######## design 1 ########
Fig. 1: design 1, clock network drawn from the DEF
Bar = 50 µm.
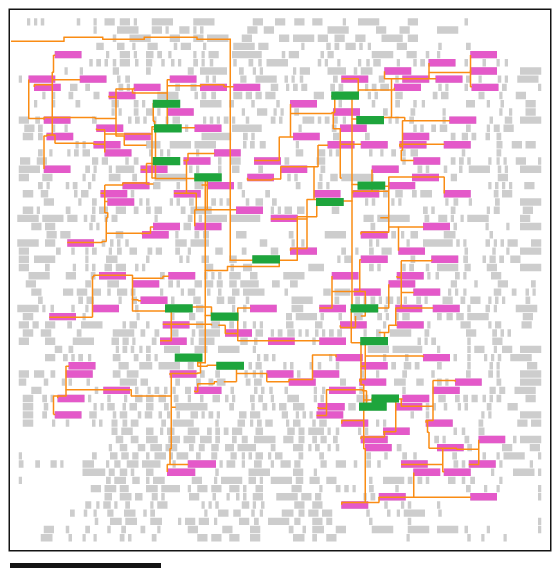

==> src/rtl/csr_regfile.sv <==
//==============================================================================
// Module      : csr_regfile
// Description : Machine-mode CSR file holding mtvec, mepc and mstatus.
//               Executes CSRRW/RS/RC and their immediate forms, and runs the
//               ECALL trap-entry / MRET trap-return sequences that end in a
//               one-cycle PC redirect strobe.
// Revision    : 1.0 - initial release
//==============================================================================
`default_nettype none

module csr_regfile #(
    parameter logic [31:0] RESET_MTVEC  = 32'h0000_0000,
    parameter logic [31:0] MSTATUS_MASK = 32'h0000_1888
) (
    input  logic        clk,
    input  logic        rstn,
    input  logic [31:0] csrregin_inst,
    input  logic        csrregin_csr_write,
    input  logic        csrregin_valid,
    input  logic [31:0] csrregin_rs1_data,
    input  logic [31:0] csrregin_pc,
    output logic [31:0] csrregout_rdata,
    output logic        csrregout_busy,
    output logic        csrregout_redirect,
    output logic [31:0] csrregout_redirect_pc,
    output logic [31:0] csrregout_mtvec,
    output logic [31:0] csrregout_mepc,
    output logic [31:0] csrregout_mstatus
);

    localparam logic [11:0] c_ADDR_MSTATUS = 12'h300;
    localparam logic [11:0] c_ADDR_MTVEC   = 12'h305;
    localparam logic [11:0] c_ADDR_MEPC    = 12'h341;
    localparam logic [6:0]  c_OP_SYSTEM    = 7'h73;
    localparam logic [31:0] c_INST_ECALL   = 32'h0000_0073;
    localparam logic [31:0] c_INST_MRET    = 32'h3020_0073;
    localparam logic [31:0] c_MSTATUS_RST  = 32'h0000_1800;

    typedef enum logic [1:0] {
        IDLE        = 2'd0,
        TRAP_SAVE   = 2'd1,
        RET_RESTORE = 2'd2,
        REDIRECT    = 2'd3
    } state_t;

    state_t      r_state;
    state_t      w_state_nxt;
    logic [31:0] r_mtvec;
    logic [31:0] r_mepc;
    logic [31:0] r_mstatus;
    logic [31:0] r_target;
    logic [31:0] r_pc_cap;

    logic [11:0] w_addr;
    logic [2:0]  w_funct3;
    logic [4:0]  w_rs1_field;
    logic        w_is_csr_op;
    logic        w_hit_mtvec;
    logic        w_hit_mepc;
    logic        w_hit_mstatus;
    logic [31:0] w_src;
    logic [31:0] w_old;
    logic [31:0] w_new;
    logic        w_write_en;
    logic        w_accept_ecall;
    logic        w_accept_mret;

    assign w_addr      = csrregin_inst[31:20];
    assign w_funct3    = csrregin_inst[14:12];
    assign w_rs1_field = csrregin_inst[19:15];

    // funct3[1:0]==00 covers ECALL/MRET (000) and the reserved 100 encoding
    assign w_is_csr_op   = (csrregin_inst[6:0] == c_OP_SYSTEM) && (w_funct3[1:0] != 2'b00);
    assign w_hit_mtvec   = w_is_csr_op && (w_addr == c_ADDR_MTVEC);
    assign w_hit_mepc    = w_is_csr_op && (w_addr == c_ADDR_MEPC);
    assign w_hit_mstatus = w_is_csr_op && (w_addr == c_ADDR_MSTATUS);

    // funct3[2] selects the zero-extended 5-bit immediate as the source
    assign w_src = w_funct3[2] ? {27'd0, w_rs1_field} : csrregin_rs1_data;

    // Old value of the addressed CSR and the value the op would produce
    always_comb begin
        w_old = 32'd0;
        if (w_hit_mtvec)   w_old = r_mtvec;
        if (w_hit_mepc)    w_old = r_mepc;
        if (w_hit_mstatus) w_old = r_mstatus;
        case (w_funct3[1:0])
            2'b01:   w_new = w_src;
            2'b10:   w_new = w_old | w_src;
            2'b11:   w_new = w_old & ~w_src;
            default: w_new = w_old;
        endcase
    end

    // Set/clear forms with a zero rs1/uimm field are pure reads
    assign w_write_en = csrregin_valid && csrregin_csr_write && (r_state == IDLE) &&
                        w_is_csr_op && !(w_funct3[1] && (w_rs1_field == 5'd0));

    assign w_accept_ecall = csrregin_valid && (r_state == IDLE) && (csrregin_inst == c_INST_ECALL);
    assign w_accept_mret  = csrregin_valid && (r_state == IDLE) && (csrregin_inst == c_INST_MRET);

    // State register
    always_ff @(posedge clk or negedge rstn) begin
        if (!rstn) r_state <= IDLE;
        else       r_state <= w_state_nxt;
    end

    // Next-state logic for the trap-entry / trap-return sequencer
    always_comb begin
        w_state_nxt = r_state;
        case (r_state)
            IDLE: begin
                if (w_accept_ecall)     w_state_nxt = TRAP_SAVE;
                else if (w_accept_mret) w_state_nxt = RET_RESTORE;
            end
            TRAP_SAVE:   w_state_nxt = REDIRECT;
            RET_RESTORE: w_state_nxt = REDIRECT;
            default:     w_state_nxt = IDLE;
        endcase
    end

    // CSR storage: software writes in IDLE, hardware updates in save/restore
    always_ff @(posedge clk or negedge rstn) begin
        if (!rstn) begin
            r_mtvec   <= RESET_MTVEC;
            r_mepc    <= 32'd0;
            r_mstatus <= c_MSTATUS_RST;
            r_target  <= 32'd0;
            r_pc_cap  <= 32'd0;
        end else begin
            if (w_accept_ecall) r_pc_cap <= csrregin_pc;
            case (r_state)
                TRAP_SAVE: begin
                    r_mepc         <= {r_pc_cap[31:2], 2'b00};
                    r_mstatus[7]   <= r_mstatus[3];
                    r_mstatus[3]   <= 1'b0;
                    r_mstatus[12:11] <= 2'b11;
                    r_target       <= r_mtvec;
                end
                RET_RESTORE: begin
                    r_mstatus[3]   <= r_mstatus[7];
                    r_mstatus[7]   <= 1'b1;
                    r_mstatus[12:11] <= 2'b11;
                    r_target       <= r_mepc;
                end
                default: begin
                    if (w_write_en && w_hit_mtvec)   r_mtvec <= {w_new[31:2], 2'b00};
                    if (w_write_en && w_hit_mepc)    r_mepc  <= {w_new[31:2], 2'b00};
                    if (w_write_en && w_hit_mstatus)
                        r_mstatus <= (r_mstatus & ~MSTATUS_MASK) | (w_new & MSTATUS_MASK);
                end
            endcase
        end
    end

    assign csrregout_rdata       = w_old;
    assign csrregout_busy        = (r_state != IDLE);
    assign csrregout_redirect    = (r_state == REDIRECT);
    assign csrregout_redirect_pc = (r_state == REDIRECT) ? r_target : 32'd0;
    assign csrregout_mtvec       = r_mtvec;
    assign csrregout_mepc        = r_mepc;
    assign csrregout_mstatus     = r_mstatus;

endmodule

`default_nettype wire

==> config.mk <==
export PLATFORM = sky130hd
export DESIGN_NAME = csr_regfile
export DESIGN_NICKNAME = d
export VERILOG_FILES = /design/src/rtl/csr_regfile.sv
export SDC_FILE = /design/constraint.sdc
export NUM_CORES = 1
export LEC_CHECK = 0
export ABC_AREA = 1
export CELL_PAD_IN_SITES_DETAIL_PLACEMENT = 1
export CELL_PAD_IN_SITES_GLOBAL_PLACEMENT = 2
export CORE_MARGIN = 2
export CORE_UTILIZATION = 24
export CTS_CLUSTER_SIZE = 14
export DETAILED_ROUTE_END_ITERATION = 12
export PLACE_DENSITY_LB_ADDON = 0.1
export SKIP_LAST_GASP = 1
export SYNTH_ARGS = -nofsm -noshare
export SYNTH_HDL_FRONTEND = slang
export SYNTH_SLANG_ARGS = --single-unit
==> constraint.sdc <==
create_clock -name clk -period 2.53 [get_ports clk]
set_clock_uncertainty 0.1 [all_clocks]
set_input_delay 0.506 -clock clk [delete_from_list [all_inputs] [get_ports clk]]
set_output_delay 0.506 -clock clk [all_outputs]
set_load 0.05 [all_outputs]
######## design 2 ########
==> config.mk <==
export PLATFORM = sky130hd
export DESIGN_NAME = alu_wb_stage
export DESIGN_NICKNAME = d
export VERILOG_FILES = /design/src/rtl/alu_wb_stage.sv
export SDC_FILE = /design/constraint.sdc
export NUM_CORES = 1
export LEC_CHECK = 0
export CAP_MARGIN = 25
export CORE_UTILIZATION = 45
export CTS_CLUSTER_SIZE = 8
export DETAILED_ROUTE_END_ITERATION = 10
export PLACE_DENSITY = 0.89
export SETUP_SLACK_MARGIN = 0.15
export SLEW_MARGIN = 25
export SYNTH_ARGS = -nofsm -noshare
export SYNTH_HDL_FRONTEND = slang
export SYNTH_SLANG_ARGS = --single-unit
==> constraint.sdc <==
create_clock -name clk -period 3.4 [get_ports clk]
set_input_delay 0.68 -clock clk [delete_from_list [all_inputs] [get_ports clk]]
set_output_delay 0.68 -clock clk [all_outputs]
set_load 0.005 [all_outputs]
==> src/rtl/alu_wb_stage.sv <==
// Writeback/status stage behind the 20-bit ALU: RF write port, {carry,sign,zero} status, jump resolution.
// Optional feature macro: ALU_WB_PERF_EN adds saturating RF-write and taken-jump counters.
module alu_wb_stage #(
    parameter int WORD_W = 20,
    parameter int ADDR_W = 4
) (
    input  logic              clk,
    input  logic              rst,
    input  logic              in_valid,
    output logic              in_ready,
    input  logic [2:0]        in_op,
    input  logic              in_mode,
    input  logic [WORD_W-1:0] in_result,
    input  logic [WORD_W-1:0] in_result2,
    input  logic [ADDR_W-1:0] in_dst,
    input  logic [ADDR_W-1:0] in_dst2,
    input  logic              in_zero,
    input  logic              in_sign,
    input  logic              in_carry,
    input  logic              in_flag_we,
    input  logic [1:0]        in_cond,
    output logic              rf_we,
    output logic [ADDR_W-1:0] rf_addr,
    output logic [WORD_W-1:0] rf_wdata,
    output logic [2:0]        status,
    output logic              jump_taken,
    output logic [WORD_W-1:0] jump_target
`ifdef ALU_WB_PERF_EN
    ,
    output logic [15:0]       perf_wr_cnt,
    output logic [15:0]       perf_jmp_cnt
`endif
);

    localparam logic [0:0] IDLE = 1'b0;
    localparam logic [0:0] WR2  = 1'b1;

    localparam logic [2:0] OP_NOP  = 3'd0;
    localparam logic [2:0] OP_WR1  = 3'd1;
    localparam logic [2:0] OP_SWAP = 3'd2;
    localparam logic [2:0] OP_LSR  = 3'd3;
    localparam logic [2:0] OP_XSR  = 3'd4;
    localparam logic [2:0] OP_JMP  = 3'd5;

    logic [0:0]        state;
    logic [0:0]        nextState;
    logic [ADDR_W-1:0] pendAddr;
    logic [WORD_W-1:0] pendData;
    logic              loadPend;
    logic              accept;
    logic              doWrite;
    logic              doJump;
    logic [ADDR_W-1:0] wrAddr;
    logic [WORD_W-1:0] wrData;
    logic [2:0]        nextStatus;
    logic              condMet;
    logic [WORD_W-1:0] maskedResult;
    logic [WORD_W-1:0] maskedResult2;

    // Half-word mode clears the upper half of whatever goes to the register file.
    always_comb begin
        maskedResult  = in_result;
        maskedResult2 = in_result2;
        if (!in_mode) begin
            maskedResult[WORD_W-1:WORD_W/2]  = '0;
            maskedResult2[WORD_W-1:WORD_W/2] = '0;
        end
    end

    assign in_ready = (state == IDLE) && !rst;
    assign accept   = in_valid && in_ready;

    always_comb begin
        case (in_cond)
            2'b00:   condMet = 1'b1;
            2'b01:   condMet = status[0];
            2'b10:   condMet = status[1];
            default: condMet = status[0] | status[1];
        endcase
    end

    // Decide this cycle's RF write, jump and status update; the pending SWAP write has priority.
    always_comb begin
        nextState  = state;
        nextStatus = status;
        doWrite    = 1'b0;
        doJump     = 1'b0;
        wrAddr     = '0;
        wrData     = '0;
        loadPend   = 1'b0;
        if (state == WR2) begin
            doWrite   = 1'b1;
            wrAddr    = pendAddr;
            wrData    = pendData;
            nextState = IDLE;
        end else if (accept) begin
            case (in_op)
                OP_WR1: begin
                    doWrite = 1'b1;
                    wrAddr  = in_dst;
                    wrData  = maskedResult;
                end
                OP_SWAP: begin
                    doWrite = 1'b1;
                    if (in_dst == in_dst2) begin
                        wrAddr = in_dst2;
                        wrData = maskedResult2;
                    end else begin
                        wrAddr    = in_dst;
                        wrData    = maskedResult;
                        loadPend  = 1'b1;
                        nextState = WR2;
                    end
                end
                OP_LSR:  nextStatus = in_result[2:0];
                OP_XSR:  nextStatus = status ^ in_result[2:0];
                OP_JMP:  doJump = condMet;
                default: ;
            endcase
            if (in_flag_we && (in_op == OP_NOP || in_op == OP_WR1 ||
                               in_op == OP_SWAP || in_op == OP_JMP)) begin
                nextStatus = {in_carry, in_sign, in_zero};
            end
        end
    end

    always_ff @(posedge clk) begin
        if (rst) begin
            state       <= IDLE;
            status      <= 3'b000;
            rf_we       <= 1'b0;
            rf_addr     <= '0;
            rf_wdata    <= '0;
            jump_taken  <= 1'b0;
            jump_target <= '0;
            pendAddr    <= '0;
            pendData    <= '0;
        end else begin
            state      <= nextState;
            status     <= nextStatus;
            rf_we      <= doWrite;
            jump_taken <= doJump;
            if (doWrite) begin
                rf_addr  <= wrAddr;
                rf_wdata <= wrData;
            end
            if (doJump) begin
                jump_target <= in_result;
            end
            if (loadPend) begin
                pendAddr <= in_dst2;
                pendData <= maskedResult2;
            end
        end
    end

`ifdef ALU_WB_PERF_EN
    // Counters stick at all-ones rather than wrapping.
    always_ff @(posedge clk) begin
        if (rst) begin
            perf_wr_cnt  <= 16'h0000;
            perf_jmp_cnt <= 16'h0000;
        end else begin
            if (doWrite && perf_wr_cnt != 16'hFFFF) begin
                perf_wr_cnt <= perf_wr_cnt + 16'h0001;
            end
            if (doJump && perf_jmp_cnt != 16'hFFFF) begin
                perf_jmp_cnt <= perf_jmp_cnt + 16'h0001;
            end
        end
    end
`endif

endmodule

######## design 3 ########
===== src/rtl/pim_mem_ctrl_pkg.sv =====
// Shared widths, FSM state encoding and request record for the PIM DRAM row controller.
package pim_mem_ctrl_pkg;

  localparam int ADDRESS_LEN        = 16;
  localparam int BURST_ACCESS_WIDTH = 32;
  localparam int BURST_LEN          = 4;
  localparam int ROW_WIDTH          = BURST_LEN * BURST_ACCESS_WIDTH;

  typedef enum logic [1:0] {
    IDLE,
    WAIT_RDY,
    ACCESS,
    RESP
  } ctrl_state_t;

  typedef struct packed {
    logic                   write;
    logic [ADDRESS_LEN-1:0] addr;
    logic [ROW_WIDTH-1:0]   wdata;
  } mem_req_t;

endpackage


===== src/rtl/pim_row_buf.sv =====
// Row staging register: whole-row load, single-beat load, and a beat-indexed read mux.
module pim_row_buf
  import pim_mem_ctrl_pkg::*;
#(
  parameter  int BEAT_W = 32,
  parameter  int NBEATS = 4,
  localparam int IDX_W  = (NBEATS > 1) ? $clog2(NBEATS) : 1,
  localparam int ROW_W  = BEAT_W * NBEATS
) (
  input  logic              clk,
  input  logic              rst,
  input  logic              load_all_i,
  input  logic [ROW_W-1:0]  row_i,
  input  logic              load_beat_i,
  input  logic [IDX_W-1:0]  wr_idx_i,
  input  logic [BEAT_W-1:0] beat_i,
  input  logic [IDX_W-1:0]  rd_idx_i,
  output logic [ROW_W-1:0]  row_o,
  output logic [BEAT_W-1:0] beat_o
);

  logic [ROW_W-1:0] row_q, row_d;

  // A whole-row load wins over a beat load; the FSM never requests both at once.
  always_comb begin
    row_d = row_q;
    if (load_all_i) begin
      row_d = row_i;
    end else if (load_beat_i) begin
      row_d[int'(wr_idx_i) * BEAT_W +: BEAT_W] = beat_i;
    end
  end

  always_ff @(posedge clk) begin
    if (rst) begin
      row_q <= '0;
    end else begin
      row_q <= row_d;
    end
  end

  assign row_o  = row_q;
  assign beat_o = row_q[int'(rd_idx_i) * BEAT_W +: BEAT_W];

endmodule


===== src/rtl/pim_mem_ctrl.sv =====
// DRAM row-access initiator: takes whole-row requests, bursts them as beats, and
// returns one response per request with a watchdog abort.
module pim_mem_ctrl #(
  parameter int ADDRESS_LEN        = pim_mem_ctrl_pkg::ADDRESS_LEN,
  parameter int BURST_ACCESS_WIDTH = pim_mem_ctrl_pkg::BURST_ACCESS_WIDTH,
  parameter int BURST_LEN          = pim_mem_ctrl_pkg::BURST_LEN,
  parameter int ROW_WIDTH          = BURST_LEN * BURST_ACCESS_WIDTH,
  parameter int TIMEOUT_CYCLES     = 256
) (
  input  logic                          clk,
  input  logic                          rst,
  input  logic                          req_valid,
  output logic                          req_ready,
  input  logic                          req_write,
  input  logic [ADDRESS_LEN-1:0]        req_addr,
  input  logic [ROW_WIDTH-1:0]          req_wdata,
  output logic                          resp_valid,
  input  logic                          resp_ready,
  output logic [ROW_WIDTH-1:0]          resp_rdata,
  output logic                          resp_err,
  output logic                          busy,
  output logic                          read_en,
  output logic                          write_en,
  output logic [ADDRESS_LEN-1:0]        addr,
  output logic [BURST_ACCESS_WIDTH-1:0] wdata,
  input  logic                          dram_ready,
  input  logic                          dram_complete,
  input  logic [BURST_ACCESS_WIDTH-1:0] rdata,
  input  logic                          valid
);

  import pim_mem_ctrl_pkg::*;

  localparam int IDX_W   = (BURST_LEN > 1) ? $clog2(BURST_LEN) : 1;
  localparam int CNT_W   = $clog2(BURST_LEN + 1);
  localparam int TIMER_W = $clog2(TIMEOUT_CYCLES + 1);

  ctrl_state_t                   state_q, state_d;
  logic [ADDRESS_LEN-1:0]        addr_q, addr_d;
  logic                          write_q, write_d;
  logic                          rdEn_q, rdEn_d;
  logic                          wrEn_q, wrEn_d;
  logic [BURST_ACCESS_WIDTH-1:0] wdata_q, wdata_d;
  logic [CNT_W-1:0]              beatCnt_q, beatCnt_d;
  logic [TIMER_W-1:0]            timer_q, timer_d;
  logic                          err_q, err_d;
  logic                          busy_q, busy_d;
  logic                          respValid_q, respValid_d;

  logic                          bufLoadAll;
  logic [ROW_WIDTH-1:0]          bufRowIn;
  logic                          bufLoadBeat;
  logic [IDX_W-1:0]              bufWrIdx;
  logic [IDX_W-1:0]              bufRdIdx;
  logic [ROW_WIDTH-1:0]          bufRow;
  logic [BURST_ACCESS_WIDTH-1:0] bufBeat;

  pim_row_buf #(
    .BEAT_W (BURST_ACCESS_WIDTH),
    .NBEATS (BURST_LEN)
  ) u_row_buf (
    .clk         (clk),
    .rst         (rst),
    .load_all_i  (bufLoadAll),
    .row_i       (bufRowIn),
    .load_beat_i (bufLoadBeat),
    .wr_idx_i    (bufWrIdx),
    .beat_i      (rdata),
    .rd_idx_i    (bufRdIdx),
    .row_o       (bufRow),
    .beat_o      (bufBeat)
  );

  always_comb begin
    state_d     = state_q;
    addr_d      = addr_q;
    write_d     = write_q;
    rdEn_d      = rdEn_q;
    wrEn_d      = wrEn_q;
    wdata_d     = wdata_q;
    beatCnt_d   = beatCnt_q;
    timer_d     = timer_q;
    err_d       = err_q;
    busy_d      = busy_q;
    respValid_d = respValid_q;
    bufLoadAll  = 1'b0;
    bufRowIn    = '0;
    bufLoadBeat = 1'b0;
    bufWrIdx    = '0;
    bufRdIdx    = '0;

    case (state_q)
      IDLE: begin
        // Reads start from a cleared row so beats never delivered read back as zero.
        if (req_valid) begin
          addr_d     = req_addr;
          write_d    = req_write;
          bufLoadAll = 1'b1;
          bufRowIn   = req_write ? req_wdata : '0;
          beatCnt_d  = '0;
          timer_d    = '0;
          err_d      = 1'b0;
          busy_d     = 1'b1;
          state_d    = WAIT_RDY;
        end
      end

      WAIT_RDY: begin
        if (dram_ready) begin
          wrEn_d  = write_q;
          rdEn_d  = !write_q;
          wdata_d = write_q ? bufBeat : '0;
          state_d = ACCESS;
        end
      end

      ACCESS: begin
        timer_d = timer_q + 1'b1;
        // wdata runs one beat ahead so the DRAM sees beat k during its k-th valid cycle.
        if (valid && (beatCnt_q < CNT_W'(BURST_LEN))) begin
          if (write_q) begin
            bufRdIdx = IDX_W'(beatCnt_q + 1'b1);
            wdata_d  = ((beatCnt_q + 1'b1) == CNT_W'(BURST_LEN)) ? '0 : bufBeat;
          end else begin
            bufLoadBeat = 1'b1;
            bufWrIdx    = IDX_W'(beatCnt_q);
          end
          beatCnt_d = beatCnt_q + 1'b1;
        end
        if (dram_complete) begin
          rdEn_d      = 1'b0;
          wrEn_d      = 1'b0;
          err_d       = (beatCnt_d != CNT_W'(BURST_LEN));
          respValid_d = 1'b1;
          state_d     = RESP;
        end else if (timer_q == TIMER_W'(TIMEOUT_CYCLES - 1)) begin
          rdEn_d      = 1'b0;
          wrEn_d      = 1'b0;
          err_d       = 1'b1;
          respValid_d = 1'b1;
          state_d     = RESP;
        end
      end

      RESP: begin
        if (resp_ready) begin
          respValid_d = 1'b0;
          busy_d      = 1'b0;
          state_d     = IDLE;
        end
      end

      default: begin
        state_d = IDLE;
      end
    endcase
  end

  always_ff @(posedge clk) begin
    if (rst) begin
      state_q     <= IDLE;
      addr_q      <= '0;
      write_q     <= 1'b0;
      rdEn_q      <= 1'b0;
      wrEn_q      <= 1'b0;
      wdata_q     <= '0;
      beatCnt_q   <= '0;
      timer_q     <= '0;
      err_q       <= 1'b0;
      busy_q      <= 1'b0;
      respValid_q <= 1'b0;
    end else begin
      state_q     <= state_d;
      addr_q      <= addr_d;
      write_q     <= write_d;
      rdEn_q      <= rdEn_d;
      wrEn_q      <= wrEn_d;
      wdata_q     <= wdata_d;
      beatCnt_q   <= beatCnt_d;
      timer_q     <= timer_d;
      err_q       <= err_d;
      busy_q      <= busy_d;
      respValid_q <= respValid_d;
    end
  end

  assign req_ready  = (state_q == IDLE) && !rst;
  assign resp_valid = respValid_q;
  assign resp_rdata = (respValid_q && !write_q) ? bufRow : '0;
  assign resp_err   = err_q && respValid_q;
  assign busy       = busy_q;
  assign read_en    = rdEn_q;
  assign write_en   = wrEn_q;
  assign addr       = addr_q;
  assign wdata      = wdata_q;

endmodule


===== config.mk =====
export PLATFORM = sky130hd
export DESIGN_NAME = pim_mem_ctrl
export DESIGN_NICKNAME = d
export VERILOG_FILES = /design/src/rtl/pim_mem_ctrl_pkg.sv /design/src/rtl/pim_row_buf.sv /design/src/rtl/pim_mem_ctrl.sv
export SDC_FILE = /design/constraint.sdc
export NUM_CORES = 1
export LEC_CHECK = 0
export CAP_MARGIN = 20
export CORE_ASPECT_RATIO = 0.9
export CORE_UTILIZATION = 41
export CTS_CLUSTER_SIZE = 28
export DETAILED_ROUTE_END_ITERATION = 8
export GPL_TIMING_DRIVEN = 0
export HOLD_SLACK_MARGIN = 0.08
export PLACE_DENSITY_LB_ADDON = 0.08
export SYNTH_ARGS = -nofsm -noshare
export SYNTH_HDL_FRONTEND = slang
export SYNTH_SLANG_ARGS = --single-unit

===== constraint.sdc =====
create_clock -name clk -period 2.4 [get_ports clk]
set_input_delay 0.24 -clock clk [delete_from_list [all_inputs] [get_ports clk]]
set_output_delay 0.24 -clock clk [all_outputs]
set_load 0.005 [all_outputs]

Fig. 2: design 1, ports around the boundary
Pins as bars across the die edge, other pins in gray.
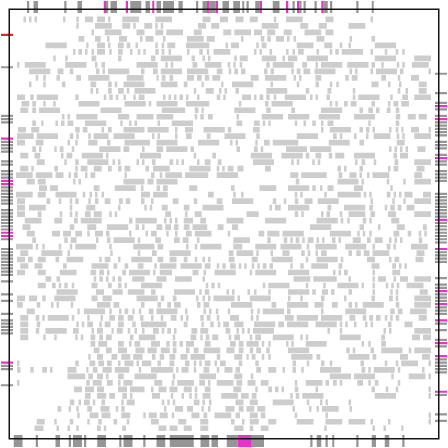
color	port	pins	direction	edge
magenta	csrregout_mepc	32	output	11 right, 9 top, 6 bottom, 6 left
red	clk	1	input	left
all pins by edge	73 bottom, 71 right, 63 top, 55 left
Die X: 179.4 µm
die span in y: 179.4 µm

Notes on Fig. 1 above:
[magenta] flip-flops | count: 126
[orange] clock wires | length: 2,130 µm
[green] cells driving clock nets | count: 17
routed clock nets	18
flops lie	spread over the die

==> run summary, design 1 <==
Implementation status.

- The flow ran to the end, and the final reports show no timing, DRC or antenna violations.
- The transition time recorded at the tightest slew-check pin is 0.5626 ns.
- STA classifies the critical path startpoint as a primary input.
- Dividing the detail-routed wire length by the instance count gives between 15 and 20 µm.
- Counting the warning lines in the Yosys log gives 0.
- The routed length on met3 is around 1.4 mm.
- The final design utilization is 0.4177.
- The critical path in the final layout is reported with a setup slack of about 0.035 ns.
- The chip occupies 32,180 µm².
- According to the cell report, flip-flops and latches in the layout number ~130.
- The library cell contributing the largest single delay on the critical path is nor2_4.
- The layout has 3,667 filler cells.
- The number of distinct standard cells referenced by the synthesized netlist is 28.
- Traced cell by cell, the critical path runs through buf_6 -> inv_2 -> nand2_2 -> nor2_2 -> buf_6 -> nand3_4 -> nor2_4 -> buf_6 -> buf_12 -> nand3_2 -> nand2_2 -> buf_12.
- Data on the critical path is required at its endpoint by about 1.9 ns.
- The mean number of vias per cell is 4.619.
- After the flow finishes, the layout carries non-filler instances totaling around 1,800.
[design 1: registers in the layout, summed over array words and instances (netlist names)]
name and cells:
r_target 30, r_state 2, csrregout_mstatus 4, r_pc_cap 30
csrregout_mepc 30, csrregout_mtvec 30
[design 1: what timing repair did]
item,in CTS,in global routing
gates resized,145,92
hold endpoints to repair,26,0
pin swaps,41,43
setup buffers,37,8
hold buffers,1,0
cloned,6,1
endpoints found under the setup margin,30,62
[design 1: metal layers]
layer	global-route usage	up-vias
met2	0.3582	218
li1	-	3974
met4	0.06552	0
met5	0	-
met3	0.03017	34
met1	0.2995	4056
[design 1: kinds of logic after synthesis]
logic type               synth area share
flip-flops                         0.4275
adder cells (fa/ha/maj)          0.006780
AND/OR/NAND/NOR                    0.3320
other                           0.0005080
buffers and inverters              0.1085
AND-OR/OR-AND                      0.1247
[design 1: report_power, final]
group	switching, mW	internal [mW]
sequential	0.0000350	2.02
combinational	0.348	0.203
clock	0.993	1.68
total	1.34	3.90
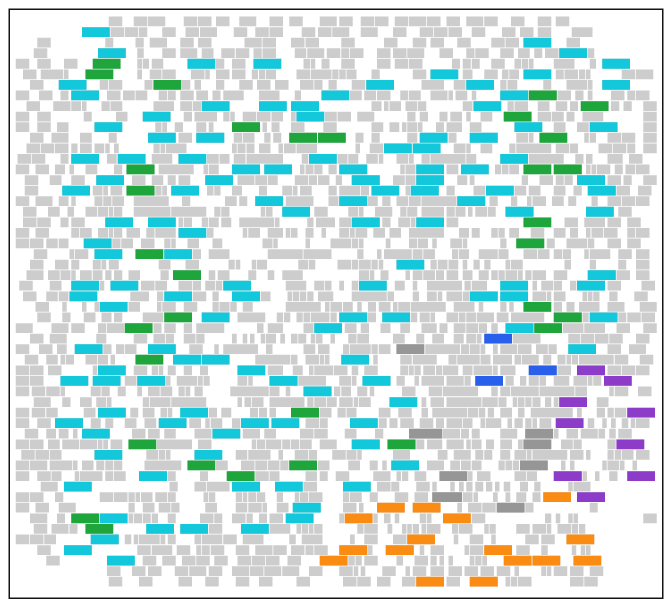
Fig. 3. Where the registers sit (design 3).
color	netlist name	flops
blue	beatCnt_q	3
cyan	u_row_buf.row_o	128
green	wdata	32
orange	addr	16
purple	timer_q	9
not colored	8

==> run summary, design 3 <==
Implementation status.

- The checks that failed: negative setup slack.
- The number of antenna violations at the first check in global routing is 2.
- The number of buffers added by the clock tree synthesis step is 17.
- Pins over their slew limit in the final report were tallied at 0.
- The floorplan step set the die width to around 170 µm.
- The achievable frequency is ~0.4 GHz.
- Among all stages on the critical path, the largest delay is contributed by dfxtp_2.
- The core region area is roughly 24,000 µm².
- The total of endpoints with negative setup slack in the final report is 34.
- The power consumed by sequential cells is between 4 and 5 mW.
- The reg-to-reg critical path endpoint is u_row_buf.row_o[87].
- In the synthesized netlist, the dominant kind of combinational cell is AND-OR/OR-AND gates.
- The floorplan step defined a die boundary enclosing 25,360 µm².
- The layout-stage area growth over the synthesis result is 57.58%.
- Of all cell types, the one taking the most synthesized area is dfxtp_1.
- The final wirelength is 48.76 mm.
- The buffering stage count on the worst path with inverters included is 5.
- On the critical path the data arrives at 2.87 ns.
- The final worst setup slack is -0.1083 ns.
- The simple logic cell fraction of the synthesized area is 0.2365.
- Of all flip-flops after synthesis, the portion carrying an async set or reset was 0.
- The fraction of final layout cells with drive strength greater than 1 is 0.1413.
- The first TritonRoute pass finished after 5 iterations.
- The run finished, with violations left.
- The yosys cell count is between 1,000 and 1,500.
- The via count of the first global-routing pass came to around 12,000.
- For hold timing, the worst endpoint is addr[6].
- Across all layers, the routed design uses 12,010 vias.
- In the global route stage, met3 resource usage came out at 0.07238.
- The adder and majority gate portion of the synthesized area is 0.01357.
- The post-route minimum period is ~2.5 ns.
==> design 3: flip-flops by register name (all words and copies together), names as in the netlist <==
name	count
beatCnt_q	3
addr	16
timer_q	9
read_en	1
wdata	32
u_row_buf.row_o	128
state_q	2
err_q	1
write_en	1
write_q	1
busy	1
resp_valid	1
==> design 3: Yosys cell counts, types with 35 or more instances <==
library cell,instances
buf_2,45
and2_1,132
clkbuf_1,80
and3_1,67
a211oi_1,65
nor2_1,110
a32oi_1,87
a21oi_1,65
nor3_1,35
nand2_1,64
dfxtp_1,196
a211o_1,64
==> design 3: final cells by class <==
class	instances	area, µm²
Buffer	137	1017
Clock buffer	18	429.2
Sequential cell	196	3929
Multi-Input combinational cell	848	6000
Inverter	12	47.55
Timing Repair Buffer	389	4004
Fill cell	2038	8278
Clock inverter	14	161.4
Tap cell	308	385.4
Antenna cell	2	5.005
==> design 3: what timing repair did <==
item                                    CTS  global route
hold buffers                              0             0
resized                                 133           136
setup buffers                            13             5
pin swaps                                55            33
endpoints found under the setup margin  278           254
cloned                                    4             3
==> design 3: layer usage <==
metal / vias up / share of wire
li1: 5307 / -
met1: 5789 / 0.40
met2: 795 / 0.46
met3: 121 / 0.10
met4: 0 / 0.036
met5: - / 0
Fig. 4: design 2, clock network drawn from the DEF
Bar = 20 µm.
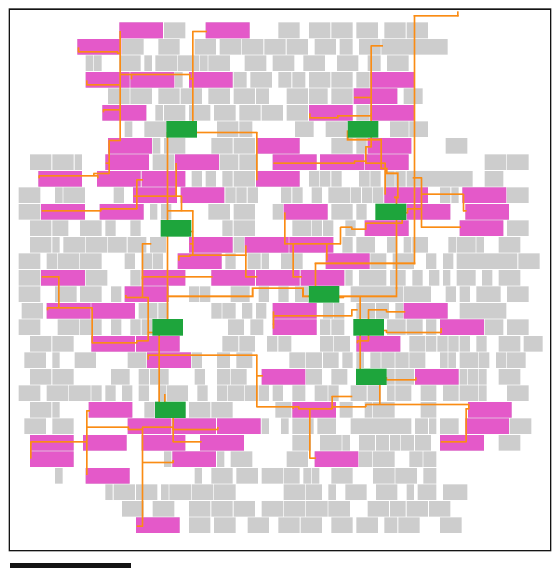
[orange] clock wires | length: 817 µm
[magenta] flip-flops | count: 74
[green] cells driving clock nets | count: 9
flops lie	spread over the die
routed clock nets	10

Fig. 5: design 2, ports around the boundary
Pins as bars across the die edge, other pins in gray.
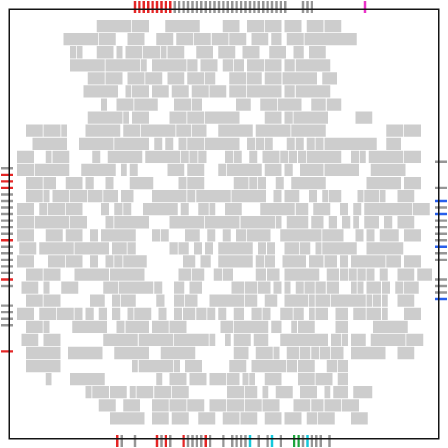
color	port	pins	direction	edge
blue	rf_addr	4	output	right
cyan	status	3	output	bottom
magenta	clk	1	input	top
red	jump_target	20	output	9 top, 6 left, 5 bottom
green	in_cond	2	input	bottom
all pins by edge	39 top, 32 bottom, 24 left, 16 right

==> run summary, design 2 <==
Implementation status.

- Setup repair after global routing left no endpoint under its margin.
- In the power breakdown, the internal column shows 1.421 mW.
- The report lists the number of standard-cell rows as 31.
- The non-clock inverter instance count of the final layout is 3.
- Max-cap violations in this run came to 0.
- On met3, the global router reports a usage of 0.02862.
- The post-cts sizing count is 0.
- TritonCTS created 9 clock buffers.
- Registers take 1481 µm².
- In the final layout, the multi-input gates occupy 1782 µm².
- The slew at the pin with the worst max-slew slack is around 0.76 ns.
- STA classifies the critical path startpoint as a primary input.
- For this run, the register share of the synthesized area comes to 0.4347.
- Traced cell by cell, the critical path runs through clkdlybuf4s50_1 -> nor2b_1 -> nand2_1 -> o21ai_0 -> a21oi_1.
- The cell-mix breakdown from Yosys lists the XOR/XNOR area share as 0.01285.
- In this run the most critical hold path is launched from pendData[1].
- The final timing report gives a worst setup slack of roughly 0.67 ns.
- The number of H-tree levels is 3.
- The top layer used by detailed routing is met4.
- The post-synthesis average cell area is approximately 9.3 µm².
- Once detail routing completed, the nets flagged for antenna violations numbered 0.
- The final design utilization is 0.6553.
- In this run, the synthesized area fraction spent on and/or/nand/nor cells is recorded as 0.1850.
- The run finished with clean final reports.
- The worst path in the final design needs a cycle of approximately 2.7 ns, including I/O delays and setup.
- The power report puts the leakage power at about 1.6 nW.
- The area of the die is 7926 µm².
- The via count of the first global-routing pass is 3,200.
[design 2: sequential cells by signal, indices dropped and copies added, names as in the netlist]
signal	flops
jump_taken	1
jump_target	20
pendAddr	4
pendData	20
rf_addr	4
rf_wdata	20
rf_we	1
state	1
status	3
[design 2: worst max-delay path: cells and delay by family]
kind	cells	cell delay (ns)
buffers and inverters	1	0.67
AND/OR/NAND/NOR	2	1.11
AND-OR/OR-AND	2	0.47
[design 2: Yosys cell counts, types with 6 or more instances]
| cell | instances | area share |
|---|---|---|
| nand2_1 | 12 | 0.013 |
| and2_1 | 17 | 0.031 |
| o21ai_0 | 24 | 0.035 |
| clkbuf_1 | 13 | 0.014 |
| a21oi_1 | 29 | 0.043 |
| a221o_1 | 17 | 0.050 |
| buf_2 | 9 | 0.013 |
| a22o_1 | 16 | 0.041 |
| nor2_1 | 30 | 0.033 |
| mux2i_1 | 23 | 0.068 |
| nand2b_1 | 6 | 0.011 |
| nand3_1 | 33 | 0.048 |
| dfxtp_1 | 74 | 0.43 |

==> gallery <==
Track usage over the die.
shot_01.png
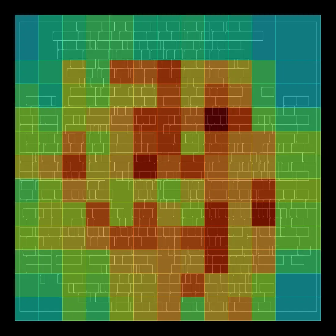
shot_02.png
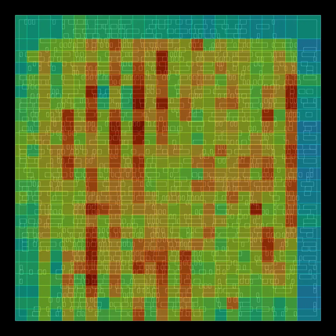
shot_03.png
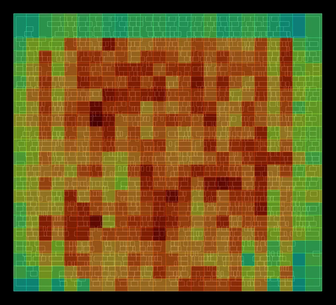
- design 1 = shot_02.png
- design 2 = shot_01.png
- design 3 = shot_03.png
- lowest track usage: shot_02.png
- most wire per cell: shot_03.png



==> screenshots <==
M4 wires.
Cells faint in the background.
Plate I
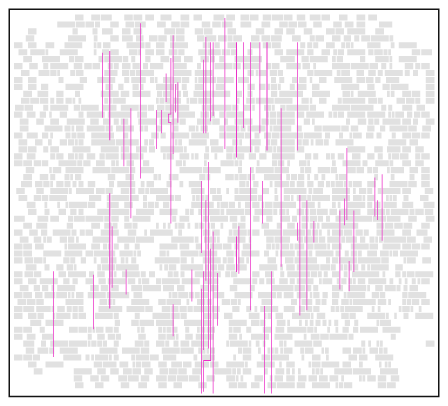
Plate II
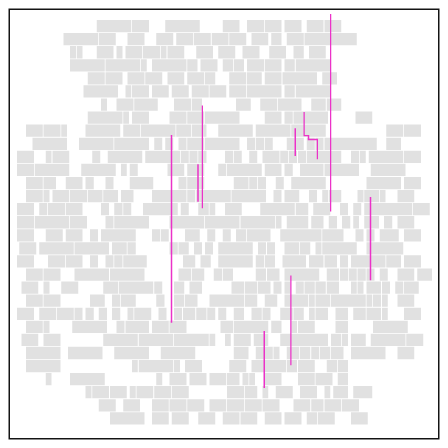
Plate III
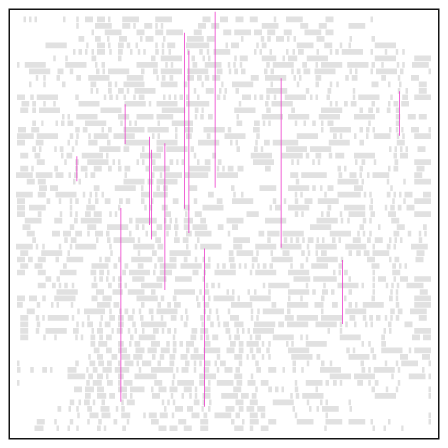
Design 3 is Plate I.
Design 1 is Plate III.
Design 2 is Plate II.

Power and IR drop assume default switching activity.
